######## block 1 ########
File: src/rtl/ber_monitor.sv
// PRBS-7 (x^7 + x^6 + 1) bit-error-rate monitor: self-synchronises to the decoded
// test stream, then counts checked bits and errors with loss-of-lock supervision.
module ber_monitor #(
  parameter int CNT_W       = 32,
  parameter int SYNC_LEN    = 16,
  parameter int WINDOW      = 64,
  parameter int LOSS_THRESH = 8
) (
  input  logic             clk,
  input  logic             reset,
  input  logic             enb,
  input  logic             bit_in,
  input  logic             bit_valid,
  input  logic             clear,
  output logic             locked,
  output logic [CNT_W-1:0] bit_count,
  output logic [CNT_W-1:0] err_count,
  output logic             err_pulse,
  output logic             sat
);

  localparam int MW = $clog2(SYNC_LEN + 1);
  localparam int WW = $clog2(WINDOW + 1);

  localparam logic [MW-1:0] SYNC_M = MW'(SYNC_LEN);
  localparam logic [WW-1:0] WIN_M  = WW'(WINDOW);
  localparam logic [WW-1:0] THR_M  = WW'(LOSS_THRESH);

  typedef enum logic {
    S_HUNT,
    S_LOCKED
  } state_t;

  state_t        state;
  logic [6:0]    sr;
  logic [2:0]    fill;
  logic [MW-1:0] match_cnt;
  logic [WW-1:0] win_bits;
  logic [WW-1:0] win_errs;

  logic          pred;
  logic          mismatch;
  logic [MW-1:0] match_next;
  logic [WW-1:0] win_bits_next;
  logic [WW-1:0] win_errs_next;

  assign pred          = sr[6] ^ sr[5];
  assign mismatch      = bit_in ^ pred;
  assign match_next    = match_cnt + 1'b1;
  assign win_bits_next = win_bits + 1'b1;
  assign win_errs_next = win_errs + WW'(mismatch);
  assign locked        = (state == S_LOCKED);

  // NOTE: every register here is assigned with <= so all branches see the
  // pre-edge values of state, sr and the counters, regardless of statement order.
  always_ff @(posedge clk) begin
    if (!reset) begin
      state     <= S_HUNT;
      sr        <= '0;
      fill      <= '0;
      match_cnt <= '0;
      win_bits  <= '0;
      win_errs  <= '0;
      bit_count <= '0;
      err_count <= '0;
      err_pulse <= 1'b0;
      sat       <= 1'b0;
    end else if (enb) begin
      err_pulse <= 1'b0;

      if (bit_valid) begin
        case (state)
          S_HUNT: begin
            sr <= {sr[5:0], bit_in};
            if (fill != 3'd7) begin
              fill <= fill + 3'd1;
            end else if (!mismatch && sr != '0) begin
              match_cnt <= match_next;
              if (match_next == SYNC_M) begin
                state    <= S_LOCKED;
                win_bits <= '0;
                win_errs <= '0;
              end
            end else begin
              match_cnt <= '0;
            end
          end

          S_LOCKED: begin
            // Local generator free-runs so decoder errors cannot corrupt the reference.
            sr <= {sr[5:0], pred};
            if (win_bits_next == WIN_M) begin
              if (win_errs_next >= THR_M) begin
                state     <= S_HUNT;
                fill      <= '0;
                match_cnt <= '0;
              end
              win_bits <= '0;
              win_errs <= '0;
            end else begin
              win_bits <= win_bits_next;
              win_errs <= win_errs_next;
            end
          end

          default: state <= S_HUNT;
        endcase
      end

      // Clear outranks a coincident sample: that bit is neither counted nor flagged.
      if (clear) begin
        bit_count <= '0;
        err_count <= '0;
        sat       <= 1'b0;
      end else if (bit_valid && state == S_LOCKED) begin
        if (bit_count == '1) sat <= 1'b1;
        else                 bit_count <= bit_count + 1'b1;
        if (mismatch) begin
          err_pulse <= 1'b1;
          if (err_count == '1) sat <= 1'b1;
          else                 err_count <= err_count + 1'b1;
        end
      end
    end
  end

endmodule

File: config.mk
export PLATFORM = sky130hd
export DESIGN_NAME = ber_monitor
export DESIGN_NICKNAME = d
export VERILOG_FILES = /design/src/rtl/ber_monitor.sv
export SDC_FILE = /design/constraint.sdc
export NUM_CORES = 1
export LEC_CHECK = 0
export CAP_MARGIN = 20
export CORE_MARGIN = 3
export CORE_UTILIZATION = 54
export DETAILED_ROUTE_END_ITERATION = 6
export GPL_ROUTABILITY_DRIVEN = 0
export PLACE_DENSITY = 0.8
export SLEW_MARGIN = 20
export SYNTH_ARGS = -nofsm -noshare
export SYNTH_HDL_FRONTEND = slang
export SYNTH_SLANG_ARGS = --single-unit
File: constraint.sdc
create_clock -name clk -period 2.85 [get_ports clk]
set_input_delay 0.285 -clock clk [delete_from_list [all_inputs] [get_ports clk]]
set_output_delay 0.285 -clock clk [all_outputs]
set_load 0.02 [all_outputs]
######## block 2 ########
[src/rtl/uart_prog_loader.sv]
// uart_prog_loader: receives 8N1 UART frames and writes 32-bit words into instruction or data memory while holding the core in reset
module uart_prog_loader #(
   parameter int CLKS_PER_BIT = 180,
   parameter int ADDR_W       = 14,
   parameter int TIMEOUT_CYC  = 2300000
) (
   input  logic              clock,
   input  logic              rst,
   input  logic              start_pg,
   input  logic              rx,
   output logic              prog_busy,
   output logic              imem_we,
   output logic              dmem_we,
   output logic [ADDR_W-1:0] prog_addr,
   output logic [31:0]       prog_data,
   output logic              done,
   output logic              error
);
   localparam int CW = $clog2(CLKS_PER_BIT);
   localparam int TW = $clog2(TIMEOUT_CYC + 1);

   typedef enum logic [1:0] {R_IDLE, R_START, R_DATA, R_STOP} rx_state_t;
   typedef enum logic [2:0] {IDLE, HDR, LEN_LO, LEN_HI, DATA, CHK, ERR} state_t;

   logic [2:0]        rx_sync;
   logic [2:0]        pg_sync;
   rx_state_t         rx_state, rx_next;
   logic [CW-1:0]     cnt;
   logic [2:0]        bit_idx;
   logic [7:0]        rx_byte;
   logic              half, full, rx_s, rx_fall, pg_rise;
   logic              byte_valid, frame_err;
   state_t            state, state_next;
   logic              sel_d, active, timeout;
   logic [15:0]       len, len_n;
   logic [ADDR_W-1:0] widx;
   logic [1:0]        bcnt;
   logic [23:0]       wbuf;
   logic [7:0]        csum;
   logic [TW-1:0]     to_cnt;

   assign rx_s    = rx_sync[1];
   assign rx_fall = rx_sync[2] & ~rx_sync[1];
   assign pg_rise = pg_sync[1] & ~pg_sync[2];
   assign half    = cnt == CW'(CLKS_PER_BIT / 2 - 1);
   assign full    = cnt == CW'(CLKS_PER_BIT - 1);
   assign len_n   = {rx_byte, len[7:0]};
   assign active  = state inside {HDR, LEN_LO, LEN_HI, DATA, CHK};
   assign timeout = active && to_cnt == TW'(TIMEOUT_CYC - 1) && !byte_valid;

   // two-flop synchronisers plus a history flop for edge detection; rx history resets high (idle line)
   always_ff @(posedge clock or posedge rst)
      if (rst) begin
         rx_sync <= 3'b111;
         pg_sync <= 3'b000;
      end else begin
         rx_sync <= {rx_sync[1:0], rx};
         pg_sync <= {pg_sync[1:0], start_pg};
      end

   // receiver next state: start re-check at half bit, data and stop sampled every full bit
   always_comb begin
      rx_next    = rx_state;
      byte_valid = 1'b0;
      frame_err  = 1'b0;
      case (rx_state)
         R_IDLE:  rx_next = rx_fall ? R_START : R_IDLE;
         R_START: rx_next = !half ? R_START : rx_s ? R_IDLE : R_DATA;
         R_DATA:  rx_next = (full && bit_idx == 3'd7) ? R_STOP : R_DATA;
         R_STOP: begin
            rx_next    = full ? R_IDLE : R_STOP;
            byte_valid = full && rx_s;
            frame_err  = full && !rx_s;
         end
         default: rx_next = R_IDLE;
      endcase
   end

   // receiver state, bit timer and LSB-first shift register
   always_ff @(posedge clock or posedge rst)
      if (rst) begin
         rx_state <= R_IDLE;
         cnt      <= '0;
         bit_idx  <= '0;
         rx_byte  <= '0;
      end else begin
         rx_state <= rx_next;
         cnt      <= (rx_next != rx_state || full) ? '0 : cnt + 1'b1;
         if (rx_state == R_DATA && full) begin
            rx_byte <= {rx_s, rx_byte[7:1]};
            bit_idx <= bit_idx + 1'b1;
         end
      end

   // loader next state; framing errors and timeouts abort any active frame
   always_comb begin
      state_next = state;
      case (state)
         IDLE:    state_next = pg_rise ? HDR : IDLE;
         HDR:     if (byte_valid) state_next = (rx_byte == 8'hA5 || rx_byte == 8'h5A) ? LEN_LO : ERR;
         LEN_LO:  if (byte_valid) state_next = LEN_HI;
         LEN_HI:  if (byte_valid) state_next = ({1'b0, len_n} > (17'd1 << ADDR_W)) ? ERR : (len_n == 16'd0) ? CHK : DATA;
         DATA:    if (byte_valid && bcnt == 2'd3 && widx == ADDR_W'(len - 16'd1)) state_next = CHK;
         CHK:     if (byte_valid) state_next = (rx_byte == csum) ? IDLE : ERR;
         ERR:     state_next = IDLE;
         default: state_next = IDLE;
      endcase
      if (active && (frame_err || timeout)) state_next = ERR;
   end

   // loader state, frame bookkeeping and registered memory-write outputs
   always_ff @(posedge clock or posedge rst)
      if (rst) begin
         state     <= IDLE;
         prog_busy <= 1'b0;
         imem_we   <= 1'b0;
         dmem_we   <= 1'b0;
         prog_addr <= '0;
         prog_data <= '0;
         done      <= 1'b0;
         error     <= 1'b0;
         sel_d     <= 1'b0;
         len       <= '0;
         widx      <= '0;
         bcnt      <= '0;
         wbuf      <= '0;
         csum      <= '0;
         to_cnt    <= '0;
      end else begin
         state     <= state_next;
         prog_busy <= state_next inside {HDR, LEN_LO, LEN_HI, DATA, CHK};
         imem_we   <= 1'b0;
         dmem_we   <= 1'b0;
         done      <= state == CHK && byte_valid && rx_byte == csum;
         to_cnt    <= (!active || byte_valid) ? '0 : to_cnt + 1'b1;
         if (state == IDLE && pg_rise) error <= 1'b0;
         else if (state_next == ERR) error <= 1'b1;
         if (byte_valid && state == HDR) begin
            sel_d <= rx_byte == 8'h5A;
            widx  <= '0;
            bcnt  <= '0;
            csum  <= '0;
         end
         if (byte_valid && state == LEN_LO) len[7:0] <= rx_byte;
         if (byte_valid && state == LEN_HI) len[15:8] <= rx_byte;
         if (byte_valid && state == DATA) begin
            csum <= csum ^ rx_byte;
            bcnt <= bcnt + 1'b1;
            wbuf <= {rx_byte, wbuf[23:8]};
            if (bcnt == 2'd3) begin
               prog_data <= {rx_byte, wbuf};
               prog_addr <= widx;
               imem_we   <= !sel_d;
               dmem_we   <= sel_d;
               widx      <= widx + 1'b1;
            end
         end
      end
endmodule

[config.mk]
export PLATFORM = sky130hd
export DESIGN_NAME = uart_prog_loader
export DESIGN_NICKNAME = d
export VERILOG_FILES = /design/src/rtl/uart_prog_loader.sv
export SDC_FILE = /design/constraint.sdc
export NUM_CORES = 1
export LEC_CHECK = 0
export CELL_PAD_IN_SITES_DETAIL_PLACEMENT = 0
export CELL_PAD_IN_SITES_GLOBAL_PLACEMENT = 1
export CORE_MARGIN = 1.5
export CORE_UTILIZATION = 41
export DETAILED_ROUTE_END_ITERATION = 16
export PLACE_DENSITY_LB_ADDON = 0.1
export SYNTH_ARGS = -nofsm -noshare
export SYNTH_HDL_FRONTEND = slang
export SYNTH_SLANG_ARGS = --single-unit
[constraint.sdc]
create_clock -name clock -period 6.9 [get_ports clock]
set_input_delay 1.38 -clock clock [delete_from_list [all_inputs] [get_ports clock]]
set_output_delay 1.38 -clock clock [all_outputs]
set_load 0.01 [all_outputs]
######## block 3 ########
**config.mk**
```make
export PLATFORM = sky130hd
export DESIGN_NAME = audio_deserializer
export DESIGN_NICKNAME = d
export VERILOG_FILES = /design/src/rtl/audio_pkg.sv /design/src/rtl/audio_edge_detector.sv /design/src/rtl/audio_deserializer.sv
export SDC_FILE = /design/constraint.sdc
export NUM_CORES = 1
export LEC_CHECK = 0
export CAP_MARGIN = 10
export CORE_MARGIN = 2
export CORE_UTILIZATION = 40
export CTS_CLUSTER_DIAMETER = 150
export DETAILED_ROUTE_END_ITERATION = 10
export GPL_TIMING_DRIVEN = 0
export PLACE_DENSITY = 0.72
export RECOVER_POWER = 50
export SYNTH_ARGS = -nofsm -noshare
export SYNTH_HDL_FRONTEND = slang
export SYNTH_HIERARCHICAL = 1
export SYNTH_SLANG_ARGS = --single-unit
```
**constraint.sdc**
```tcl
create_clock -name i_clock -period 3.8 [get_ports i_clock]
set_input_delay 0.76 -clock i_clock [delete_from_list [all_inputs] [get_ports i_clock]]
set_output_delay 0.76 -clock i_clock [all_outputs]
set_load 0.03 [all_outputs]
```
**src/rtl/audio_pkg.sv**
```systemverilog
// Shared constants and types for the I2S audio blocks.
package audio_pkg;

   localparam int unsigned AUDIO_DATA_WIDTH  = 24;
   localparam int unsigned AUDIO_COUNT_WIDTH = 5;

   typedef enum logic [2:0] {
      StIdle,
      StLeftSkip,
      StLeftShift,
      StWaitLrRising,
      StRightSkip,
      StRightShift,
      StWaitLrFalling
   } deser_state_t;

endpackage

```
**src/rtl/audio_edge_detector.sv**
```systemverilog
// Synchronises one asynchronous codec line, adds a delay flop and produces
// registered single-cycle rising/falling pulses.
module audio_edge_detector #(
   parameter int unsigned SYNC_STAGES = 2
) (
   input  logic i_clock,
   input  logic i_reset,
   input  logic i_signal,
   output logic o_delayed,
   output logic o_rise,
   output logic o_fall
);

   logic [SYNC_STAGES-1:0] r_sync;
   logic                   r_delay;
   logic                   r_rise;
   logic                   r_fall;
   logic                   w_stable;

   assign w_stable = r_sync[SYNC_STAGES-1];

   always_ff @(posedge i_clock or posedge i_reset) begin
      if (i_reset) begin
         r_sync  <= '0;
         r_delay <= 1'b0;
         r_rise  <= 1'b0;
         r_fall  <= 1'b0;
      end else begin
         r_sync[0] <= i_signal;
         for (int i = 1; i < SYNC_STAGES; i++) begin
            r_sync[i] <= r_sync[i-1];
         end
         r_delay <= w_stable;
         r_rise  <= w_stable & ~r_delay;
         r_fall  <= ~w_stable & r_delay;
      end
   end

   assign o_delayed = r_delay;
   assign o_rise    = r_rise;
   assign o_fall    = r_fall;

endmodule

```
**src/rtl/audio_deserializer.sv**
```systemverilog
// I2S receiver: collects one left/right sample pair per LRCLK frame and
// presents it with a one-cycle valid pulse; short slots raise a frame error.
module audio_deserializer
   import audio_pkg::*;
#(
   parameter int unsigned DATA_WIDTH  = AUDIO_DATA_WIDTH,
   parameter int unsigned SYNC_STAGES = 2
) (
   input  logic                  i_clock,
   input  logic                  i_reset,
   input  logic                  i_codec_bit_clock,
   input  logic                  i_codec_lr_clock,
   input  logic                  i_codec_adc_data,
   output logic [DATA_WIDTH-1:0] o_data_left,
   output logic [DATA_WIDTH-1:0] o_data_right,
   output logic                  o_data_valid,
   output logic                  o_frame_error
);

   localparam logic [AUDIO_COUNT_WIDTH-1:0] LAST_BIT = AUDIO_COUNT_WIDTH'(DATA_WIDTH - 1);

   deser_state_t                 r_state, w_state_next;
   logic [AUDIO_COUNT_WIDTH-1:0] r_count, w_count_next;
   logic [DATA_WIDTH-1:0]        r_shift_left, r_shift_right;
   logic [DATA_WIDTH-1:0]        r_data_left, r_data_right;
   logic                         r_data_valid, r_frame_error;

   logic w_bclk_rise, w_bclk_fall, w_bclk_delayed;
   logic w_lr_rise, w_lr_fall, w_lr_delayed;
   logic w_data_bit, w_data_rise, w_data_fall;
   logic w_lr_edge, w_last_bit;
   logic w_shift_left, w_shift_right, w_valid, w_frame_error;
   logic w_unused_edges;

   audio_edge_detector #(.SYNC_STAGES(SYNC_STAGES)) u_bclk_edge (
      .i_clock  (i_clock),
      .i_reset  (i_reset),
      .i_signal (i_codec_bit_clock),
      .o_delayed(w_bclk_delayed),
      .o_rise   (w_bclk_rise),
      .o_fall   (w_bclk_fall)
   );

   audio_edge_detector #(.SYNC_STAGES(SYNC_STAGES)) u_lr_edge (
      .i_clock  (i_clock),
      .i_reset  (i_reset),
      .i_signal (i_codec_lr_clock),
      .o_delayed(w_lr_delayed),
      .o_rise   (w_lr_rise),
      .o_fall   (w_lr_fall)
   );

   // Data delayed flop lines up with the registered BCLK rising pulse.
   audio_edge_detector #(.SYNC_STAGES(SYNC_STAGES)) u_data_edge (
      .i_clock  (i_clock),
      .i_reset  (i_reset),
      .i_signal (i_codec_adc_data),
      .o_delayed(w_data_bit),
      .o_rise   (w_data_rise),
      .o_fall   (w_data_fall)
   );

   assign w_unused_edges = ^{w_bclk_fall, w_bclk_delayed, w_lr_delayed, w_data_rise, w_data_fall};
   assign w_lr_edge      = w_lr_rise | w_lr_fall;
   assign w_last_bit     = (r_count == LAST_BIT);

   always_ff @(posedge i_clock or posedge i_reset) begin
      if (i_reset) begin
         r_state <= StIdle;
      end else begin
         r_state <= w_state_next;
      end
   end

   always_comb begin
      w_state_next = r_state;
      case (r_state)
         StIdle:          if (w_lr_fall) w_state_next = StLeftSkip;
         StLeftSkip:      if (w_lr_edge) w_state_next = StIdle;
                          else if (w_bclk_rise) w_state_next = StLeftShift;
         StLeftShift:     if (w_lr_edge) w_state_next = StIdle;
                          else if (w_bclk_rise && w_last_bit) w_state_next = StWaitLrRising;
         StWaitLrRising:  if (w_lr_rise) w_state_next = StRightSkip;
         StRightSkip:     if (w_lr_edge) w_state_next = StIdle;
                          else if (w_bclk_rise) w_state_next = StRightShift;
         StRightShift:    if (w_lr_edge) w_state_next = StIdle;
                          else if (w_bclk_rise && w_last_bit) w_state_next = StWaitLrFalling;
         StWaitLrFalling: if (w_lr_fall) w_state_next = StLeftSkip;
         default:         w_state_next = StIdle;
      endcase
   end

   // An LR edge wins over a coincident BCLK rise: the bit is dropped.
   always_comb begin
      w_shift_left  = 1'b0;
      w_shift_right = 1'b0;
      w_frame_error = 1'b0;
      case (r_state)
         StLeftSkip, StRightSkip: w_frame_error = w_lr_edge;
         StLeftShift: begin
            w_frame_error = w_lr_edge;
            w_shift_left  = w_bclk_rise & ~w_lr_edge;
         end
         StRightShift: begin
            w_frame_error = w_lr_edge;
            w_shift_right = w_bclk_rise & ~w_lr_edge;
         end
         default: ;
      endcase
      w_valid = w_shift_right & w_last_bit;
      if (w_frame_error) begin
         w_count_next = '0;
      end else if (w_shift_left || w_shift_right) begin
         w_count_next = w_last_bit ? '0 : r_count + 1'b1;
      end else begin
         w_count_next = r_count;
      end
   end

   always_ff @(posedge i_clock or posedge i_reset) begin
      if (i_reset) begin
         r_count       <= '0;
         r_shift_left  <= '0;
         r_shift_right <= '0;
         r_data_left   <= '0;
         r_data_right  <= '0;
         r_data_valid  <= 1'b0;
         r_frame_error <= 1'b0;
      end else begin
         r_count       <= w_count_next;
         r_data_valid  <= w_valid;
         r_frame_error <= w_frame_error;
         if (w_shift_left) begin
            r_shift_left <= {r_shift_left[DATA_WIDTH-2:0], w_data_bit};
         end
         if (w_shift_right) begin
            r_shift_right <= {r_shift_right[DATA_WIDTH-2:0], w_data_bit};
         end
         // Right LSB arrives this cycle, so load it straight from the data line.
         if (w_valid) begin
            r_data_left  <= r_shift_left;
            r_data_right <= {r_shift_right[DATA_WIDTH-2:0], w_data_bit};
         end
      end
   end

   assign o_data_left   = r_data_left;
   assign o_data_right  = r_data_right;
   assign o_data_valid  = r_data_valid;
   assign o_frame_error = r_frame_error;

endmodule

```
######## block 4 ########
===== src/rtl/zuse_fp_pkg.sv =====
// rtl/zuse_fp_pkg.sv - shared types and defaults for the tinyZuse FP add/sub unit
package zuse_fp_pkg;

    localparam int EXP_W_DEF = 7;
    localparam int MAN_W_DEF = 15;

    typedef enum logic [2:0] {
        ST_IDLE,
        ST_ALIGN,
        ST_ADD,
        ST_NORM,
        ST_DONE
    } state_t;

    typedef struct packed {
        logic                 sign;
        logic [EXP_W_DEF-1:0] exp;
        logic [MAN_W_DEF-1:0] man;
    } fp_t;

    typedef struct packed {
        logic zero;
        logic ovf;
        logic unf;
    } flags_t;

endpackage


===== src/rtl/zuse_lzc.sv =====
// rtl/zuse_lzc.sv - combinational leading-zero counter, returns W for all-zero input
module zuse_lzc #(
    parameter int W  = 15,
    parameter int CW = $clog2(W) + 1
) (
    input  logic [W-1:0]  data,
    output logic [CW-1:0] count
);

    // Ascending scan: the highest set bit is written last and wins.
    always_comb begin
        count = CW'(W);
        for (int i = 0; i < W; i++) begin
            if (data[i]) count = CW'(W - 1 - i);
        end
    end

endmodule


===== src/rtl/zuse_fp_addsub.sv =====
// rtl/zuse_fp_addsub.sv - handshaked multi-cycle floating-point add/subtract unit
module zuse_fp_addsub
    import zuse_fp_pkg::*;
#(
    parameter int EXP_W = EXP_W_DEF,
    parameter int MAN_W = MAN_W_DEF
) (
    input  logic             clk,
    input  logic             reset,
    input  logic             in_valid,
    output logic             in_ready,
    input  logic             op_sub,
    input  logic             a_sign,
    input  logic [EXP_W-1:0] a_exp,
    input  logic [MAN_W-1:0] a_man,
    input  logic             b_sign,
    input  logic [EXP_W-1:0] b_exp,
    input  logic [MAN_W-1:0] b_man,
    output logic             out_valid,
    input  logic             out_ready,
    output logic             res_sign,
    output logic [EXP_W-1:0] res_exp,
    output logic [MAN_W-1:0] res_man,
    output logic             flag_zero,
    output logic             flag_ovf,
    output logic             flag_unf
);

    localparam int CW = $clog2(MAN_W) + 1;
    localparam int DW = EXP_W + 1;
    localparam int XW = EXP_W + 2;
    localparam logic signed [XW-1:0] EXP_MAX = XW'((1 << (EXP_W - 1)) - 1);
    localparam logic signed [XW-1:0] EXP_MIN = XW'(-(1 << (EXP_W - 1)));

    state_t               state;
    flags_t               flags;
    logic                 a_sign_r, b_sign_r, l_sign, same_sign;
    logic [EXP_W-1:0]     a_exp_r, b_exp_r, l_exp;
    logic [MAN_W-1:0]     a_man_r, b_man_r, l_man, s_man;
    logic [MAN_W:0]       sum;
    logic signed [XW-1:0] exp_work;

    logic [DW-1:0]        diff, shamt;
    logic                 a_wins;
    logic [MAN_W-1:0]     s_pre, s_shifted;

    // A zero operand always loses so the other one passes through untouched.
    always_comb begin
        diff  = {a_exp_r[EXP_W-1], a_exp_r} - {b_exp_r[EXP_W-1], b_exp_r};
        shamt = diff[DW-1] ? -diff : diff;
        if (a_man_r == '0)      a_wins = 1'b0;
        else if (b_man_r == '0) a_wins = 1'b1;
        else if (diff != '0)    a_wins = !diff[DW-1];
        else                    a_wins = (a_man_r >= b_man_r);
        s_pre     = a_wins ? b_man_r : a_man_r;
        s_shifted = (shamt >= DW'(MAN_W)) ? '0 : (s_pre >> shamt);
    end

    logic [CW-1:0]        lz;
    logic [MAN_W-1:0]     norm_man;
    logic signed [XW-1:0] norm_exp;

    zuse_lzc #(.W(MAN_W)) u_lzc (
        .data  (sum[MAN_W-1:0]),
        .count (lz)
    );

    always_comb begin
        if (sum[MAN_W]) begin
            norm_man = sum[MAN_W:1];
            norm_exp = exp_work + XW'(1);
        end else begin
            norm_man = sum[MAN_W-1:0] << lz;
            norm_exp = exp_work - XW'(lz);
        end
    end

    always_ff @(posedge clk) begin
        if (reset) begin
            state     <= ST_IDLE;
            in_ready  <= 1'b1;
            out_valid <= 1'b0;
            res_sign  <= 1'b0;
            res_exp   <= '0;
            res_man   <= '0;
            flags     <= '0;
            a_sign_r  <= 1'b0;
            b_sign_r  <= 1'b0;
            a_exp_r   <= '0;
            b_exp_r   <= '0;
            a_man_r   <= '0;
            b_man_r   <= '0;
            l_sign    <= 1'b0;
            same_sign <= 1'b0;
            l_exp     <= '0;
            l_man     <= '0;
            s_man     <= '0;
            sum       <= '0;
            exp_work  <= '0;
        end else begin
            case (state)
                ST_IDLE: begin
                    if (in_valid && in_ready) begin
                        a_sign_r <= a_sign;
                        a_exp_r  <= a_exp;
                        a_man_r  <= a_man;
                        b_sign_r <= b_sign ^ op_sub;
                        b_exp_r  <= b_exp;
                        b_man_r  <= b_man;
                        flags    <= '0;
                        in_ready <= 1'b0;
                        state    <= ST_ALIGN;
                    end
                end
                ST_ALIGN: begin
                    l_sign    <= a_wins ? a_sign_r : b_sign_r;
                    l_exp     <= a_wins ? a_exp_r : b_exp_r;
                    l_man     <= a_wins ? a_man_r : b_man_r;
                    s_man     <= s_shifted;
                    same_sign <= (a_sign_r == b_sign_r);
                    state     <= ST_ADD;
                end
                ST_ADD: begin
                    // L is the larger magnitude, so the difference cannot go negative.
                    sum      <= same_sign ? ({1'b0, l_man} + {1'b0, s_man})
                                          : ({1'b0, l_man} - {1'b0, s_man});
                    exp_work <= {{2{l_exp[EXP_W-1]}}, l_exp};
                    res_sign <= l_sign;
                    state    <= ST_NORM;
                end
                ST_NORM: begin
                    if (sum == '0) begin
                        res_sign   <= 1'b0;
                        res_exp    <= '0;
                        res_man    <= '0;
                        flags.zero <= 1'b1;
                    end else if (norm_exp > EXP_MAX) begin
                        res_exp   <= EXP_MAX[EXP_W-1:0];
                        res_man   <= '1;
                        flags.ovf <= 1'b1;
                    end else if (norm_exp < EXP_MIN) begin
                        res_sign   <= 1'b0;
                        res_exp    <= '0;
                        res_man    <= '0;
                        flags.zero <= 1'b1;
                        flags.unf  <= 1'b1;
                    end else begin
                        res_exp <= norm_exp[EXP_W-1:0];
                        res_man <= norm_man;
                    end
                    out_valid <= 1'b1;
                    state     <= ST_DONE;
                end
                ST_DONE: begin
                    if (out_ready) begin
                        out_valid <= 1'b0;
                        in_ready  <= 1'b1;
                        state     <= ST_IDLE;
                    end
                end
                default: state <= ST_IDLE;
            endcase
        end
    end

    assign flag_zero = flags.zero;
    assign flag_ovf  = flags.ovf;
    assign flag_unf  = flags.unf;

endmodule


===== config.mk =====
export PLATFORM = sky130hd
export DESIGN_NAME = zuse_fp_addsub
export DESIGN_NICKNAME = d
export VERILOG_FILES = /design/src/rtl/zuse_fp_pkg.sv /design/src/rtl/zuse_lzc.sv /design/src/rtl/zuse_fp_addsub.sv
export SDC_FILE = /design/constraint.sdc
export NUM_CORES = 1
export LEC_CHECK = 0
export CORE_MARGIN = 5
export CORE_UTILIZATION = 55
export CTS_CLUSTER_DIAMETER = 120
export CTS_CLUSTER_SIZE = 20
export DETAILED_ROUTE_END_ITERATION = 12
export GPL_ROUTABILITY_DRIVEN = 0
export HOLD_SLACK_MARGIN = 0.12
export PLACE_DENSITY = 0.79
export RECOVER_POWER = 25
export SLEW_MARGIN = 20
export SYNTH_ARGS = -nofsm -noshare
export SYNTH_HDL_FRONTEND = slang
export SYNTH_SLANG_ARGS = --single-unit

===== constraint.sdc =====
create_clock -name clk -period 8.1 [get_ports clk]
set_input_delay 1.215 -clock clk [delete_from_list [all_inputs] [get_ports clk]]
set_output_delay 1.215 -clock clk [all_outputs]
set_load 0.01 [all_outputs]

==> block_4/m2.png <==
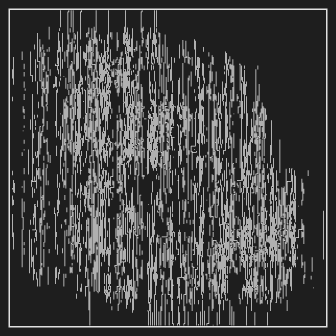
The wires run mostly vertical. 1090 nets have wire on it. The longest straight run is 53.7 µm.
final WL: 24.3 mm
M2 GR Usage: 0.396
Vias: 8935

==> results.toml, block 4 <==
# synthesis and place-and-route metrics
[power_and_ir_drop]
power.group.top = "combinational cells"
power_sequential_mw = 0.776

[floorplan]
io-pin-count = 79
die_area_um2 = 19400
rows = 47
tap-cell-count = 220

[route]
drcViolationCount = 0
top_layer_used = "met4"

[outcome]
outcome = "finished, violations left"
violations = "capacitance limit, slew limit"

[run]
drv_cap = 1

[synthesis]
synth_cell_types = 85
top_area_frac = 0.303
yosysMostFrequentCell = "nand2_1"

[critical_path]
cp_slowest_cell = "o21ai_0"

[finish]
logic_gates = 921

[timing]
slew_violations = 70

[clocking]
cts_max_level = 4
-- block 4: cells in the final DEF, fill, tap and decap left out, drive strengths merged, types with 34 or more instances in the layout --
cell type,Yosys,final
clkdlybuf4s50,0,66
dfxtp,139,139
a211oi,34,34
o21ai,34,34
nor2,119,119
mux2i,50,50
a21oi,147,147
nand2,185,185
inv,47,49
ha,48,48
-- block 4: path summary, 6_finish.rpt --
kind	start	endpoint
worst max-delay path	sum[0]	res_man[0]
worst min-delay path	a_exp_r[0]	a_exp_r[0]
worst max register to register	sum[0]	res_man[0]
worst min register to register	a_exp_r[0]	a_exp_r[0]
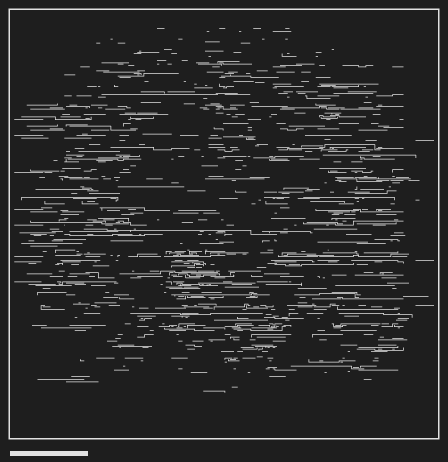
(block_3/m1.png)
Scale bar: 20 µm.
318 nets have wire on it. The wires run mostly horizontal. The longest straight run is 37.0 µm. The layer carries 3540 µm of wire.
final WL: 7.77 mm
GR Layer Usage met1: 0.185

==> results.toml, block 3 <==
# synthesis and place-and-route metrics
[critical_path]
rr_startpoint = "u_lr_edge/o_rise"
worstPathMaxFanout = 10
crit_family = "simple AND/OR/NAND/NOR gates"
worstPathRequired_ns = 4.08
cp_common_cell = "nor2_1"
worstRegToRegCells = 6

[place]
dpl_worst_slack_ns = 1.76
io_buffers = 54
placed_cells = 477

[grt]
grt.busiest_layer = "met2"
groute.usage.overall = 0.146

[timing]
tns_ns = 0
rsz0062_at_grt = "no"
slew_violations = 0
fmax_mhz = 425

[min_path]
hold_depth = 0
worstHoldStart = "u_bclk_edge/r_sync[0]"

[route]
wl_per_cell_um = 15.3
ant_nets = 0
top_layer_used = "met4"
via_per_inst = 4.92

[finish]
fin_cells = 509
buffers = 68
comb_area_um2 = 1460
comb-cell-share = 0.249

[clocking]
clock-root-buffer = "clkbuf_16"
hold_buffers = 0
clkTransAtPathRegs_ns = 0.05
clock_sinks = 117
clk_latency_ns = 0.40

[run]
drv_cap = 0

[power_and_ir_drop]
power_leakage_nw = 2.86
vdd_drop_max_uv = 333
p_per_area_nw_per_um2 = 529
p_total_mw = 3.10
power.share.switching = 0.215

[outcome]
outcome = "finished clean"

[floorplan]
fp-utilization = 0.414
die_x_um = 110
tap-cell-count = 140
core_area_um2 = 10900

[synthesis]
syn_area_um2 = 4530
block 3: cells in the final DEF, fill, tap and decap left out, types with 2 or more instances in the layout:
master,count
xor2_1,2
nor2_1,8
clkbuf_1,3
clkinvlp_4,4
dlygate4sd3_1,4
bufinv_16,3
buf_2,6
o21ai_0,2
a21oi_1,3
clkbuf_8,4
buf_4,3
clkbuf_16,17
nor4b_1,2
clkdlybuf4s50_1,50
inv_1,5
mux2_2,88
mux2_1,9
mux2i_1,6
nor3_1,2
dfrtp_1,117
clkinv_2,2
nand3_1,3
nor2b_1,4
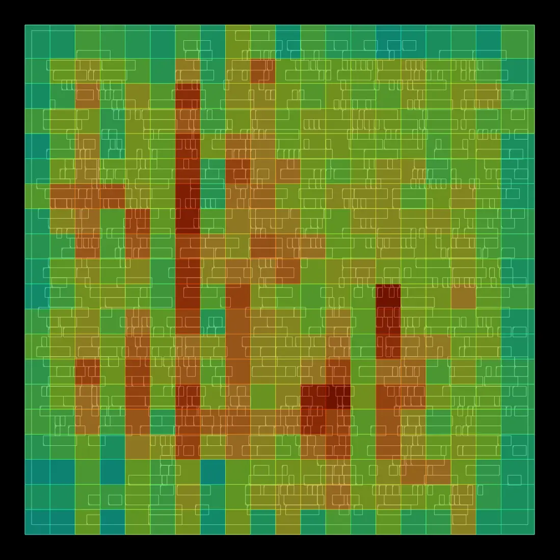
(block_2/congestion_map.png)
grt met3 use: 0.0366
busiest grt layer: met2
M2 GR Usage: 0.298

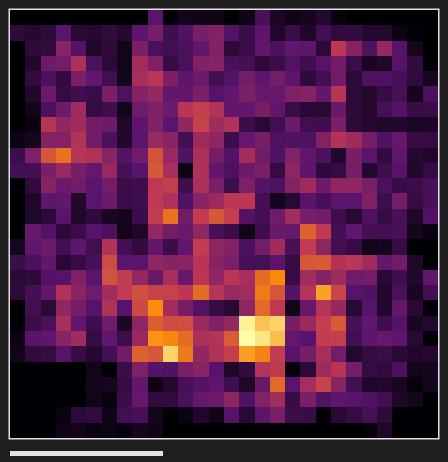
(block_2/route_heat.png)
Scale bar: 50 µm. 28 x 28 tiles, from black (low) to pale yellow (high), scaled to the fullest tile. Values are wire area over tile area, all layers added.
8.4% of the tiles are over half the peak. 11% of the tiles are nearly empty. The mean over all tiles is 0.14. The fullest tile reaches 0.57.

==> results.toml, block 2 <==
# synthesis and place-and-route metrics
[outcome]
outcome = "finished clean"

[critical_path]
worstPathMaxFanout = 105
critPathArrivalTime_ns = 3.41
crit_chain = "clkdlybuf4s50_1 > inv_6 > buf_4"
worst-setup-path-type = "in2async"
worst-path-buf-inv = 3

[power_and_ir_drop]
p_per_area_nw_per_um2 = 241
p_total_mw = 2.17
p_seq_frac = 0.491
power.group.top = "registers"
clkPwrFrac = 0.450

[route]
wl_per_cell_um = 15.6
top_layer_used = "met4"
met2_length_mm = 7.94

[finish]
comb-cell-share = 0.369
finish.utilization = 0.485
seq_cells = 166
nonClkBufAreaFrac = 0.0641
syn2layout_area_growth_pct = 16.6
diodes = 0

[timing]
hold_slack_ns = 0.352
finalSetupViolations = 0
slew_violations = 0
rsz0062_at_grt = "no"
tightest_slew_ns = 1.11

[synthesis]
synth_cell_types = 64
ys_sh_mux = 0.0389
yosysMostFrequentCell = "nand2_1"
syn_inst = 824
ff_type = "dfrtp_1"
adder_share = 0.0130
ys_seq_share = 0.538
fp_nets = 836

[grt]
groute.usage.overall = 0.187
antenna_found_initial = 0
grt_pass1_vias = 5685
grt_pass1_wl_mm = 29.1

[place]
dpl_worst_slack_ns = 3.41
globalplace.congestion = 0.817

[min_path]
holdPathEnd = "pg_sync[1]"
hold_depth = 0

[floorplan]
die_x_um = 140
==> block 2: worst max path at each step <==
stage / to / slack [ns] / depth (start not counted) / start
5_1_grt: cnt[5] / 3.68 / 3 / rst
6_report: cnt[4] / 3.96 / 3 / rst
3_5_place_dp: cnt[1] / 3.41 / 3 / rst
2_1_floorplan: bcnt[0] / 1.03 / 1 / rst
3_3_place_gp: cnt[0] / 3.47 / 3 / rst
4_1_cts: bit_idx[1] / 3.87 / 3 / rst
==> block 2: sequential cells by signal, summed over array words and instances, names as in the netlist, 14 cells and up <==
signal     cells
len           14
widx          14
prog_data     32
to_cnt        22
prog_addr     14
wbuf          24
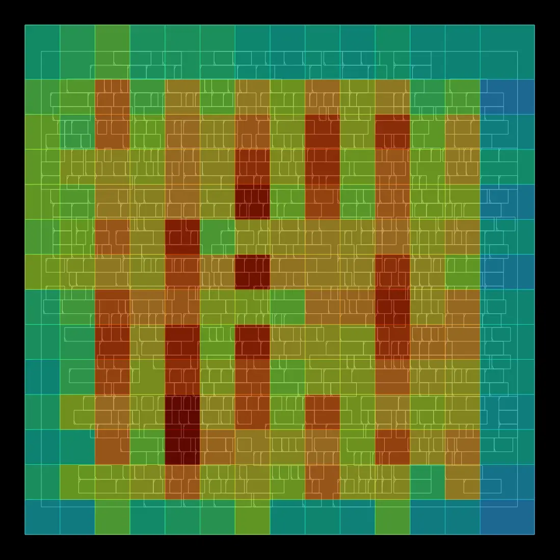
(block_1/congestion_map.png)
Global Route Usage Sum: 0.237
GR Layer Usage met1: 0.324
M2 GR Usage: 0.377
WL/cell: 15.1 µm

==> results.toml, block 1 <==
# synthesis and place-and-route metrics
[critical_path]
cp-end-kind = "flip-flop"
worst-setup-path-type = "reg2reg"
cp.depth = 8
crit_family = "simple AND/OR/NAND/NOR gates"
crit_path_end = "match_cnt[0]"
rr_startpoint = "sr[6]"

[timing]
rsz0062_at_grt = "no"
clock_skew_ns = 0.0124
hold_slack_ns = 0.477
tightest_slew_ns = 0.607
fmax_mhz = 375
finalCritPeriodShare = 0.935

[grt]
grt_overflow_total = 0
grt_pass1_vias = 4222

[floorplan]
die_x_um = 100
fp-utilization = 0.571
rows = 33

[power_and_ir_drop]
p_seq_frac = 0.576

[finish]
fin_cells = 770
sh_seq_area = 0.327
nonClkBufAreaFrac = 0.143
area_share_clock_buf_inv = 0.0332
n_all_inverters = 7
layout_top_cell = "dfxtp_1"
buffers = 88
diodes = 0

[outcome]
outcome = "finished clean"

[route]
first_iter_violations = 315
drcViolationCount = 0

[synthesis]
yosysTopAreaCell = "dfxtp_1"
synth_warnings = 0

[clocking]
clock_sinks = 96
cts_setup_buffers = 0

[place]
place_area_um2 = 5680
-- block 1: kinds of logic (layout without fill, tap and decap cells) --
family	after synthesis	in the layout	synth area share
and+or+nand+nor	289	289	0.304
AOI/OAI and AO/OA	99	99	0.129
DFF	96	96	0.399
xor gates and xnor gates	58	58	0.109
buffers and inverters	32	110	0.0273
adders and majority gates	8	8	0.0208
muxes	5	5	0.0109


==> screenshots <==
Met2 routing.
picture 1
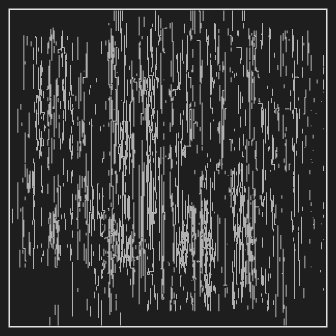
picture 2
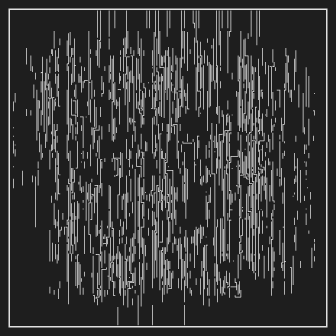
picture 3
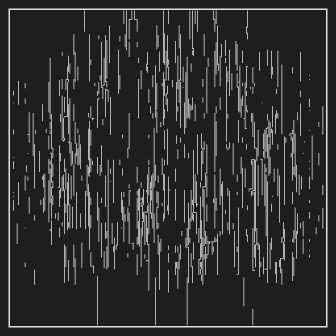
For block 2, see picture 1.
For block 3, see picture 3.
For block 1, see picture 2.

Key to picture 1:
The layer carries 7940 µm of wire. 676 nets have wire on it.


==> notes/layouts.md <==
Pictures saved along the way, in no particular order.

Wiring heat map.
shot_01.png
Scale bar: 20 µm. 22 x 22 tiles, from black (low) to pale yellow (high), scaled to the fullest tile. Values are wire area over tile area, all layers added.
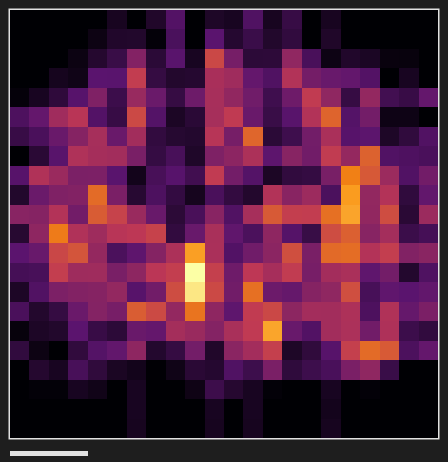
shot_02.png
Scale bar: 20 µm. 20 x 20 tiles, from black (low) to pale yellow (high), scaled to the fullest tile. Values are wire area over tile area, all layers added.
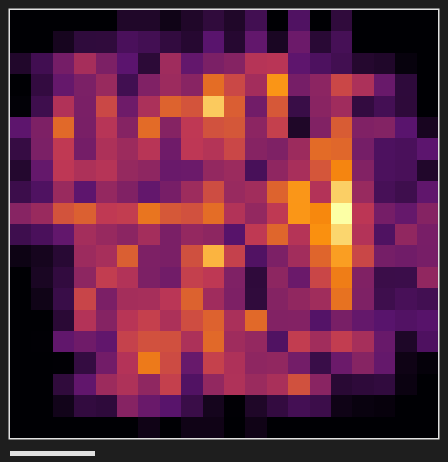
shot_03.png
Scale bar: 50 µm. 28 x 28 tiles, from black (low) to pale yellow (high), scaled to the fullest tile. Values are wire area over tile area, all layers added.
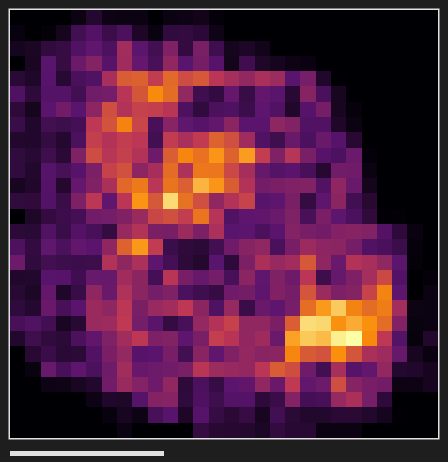
- block 4 = shot_03.png
- block 1 = shot_02.png
- block 3 = shot_01.png
Of these, largest die: shot_03.png
Of these, smallest die: shot_02.png

Key to shot_01.png:
The emptiest ninth of the die: south-west. 11% of the tiles are over half the peak. The mean over all tiles is 0.099. The fullest tile reaches 0.41.

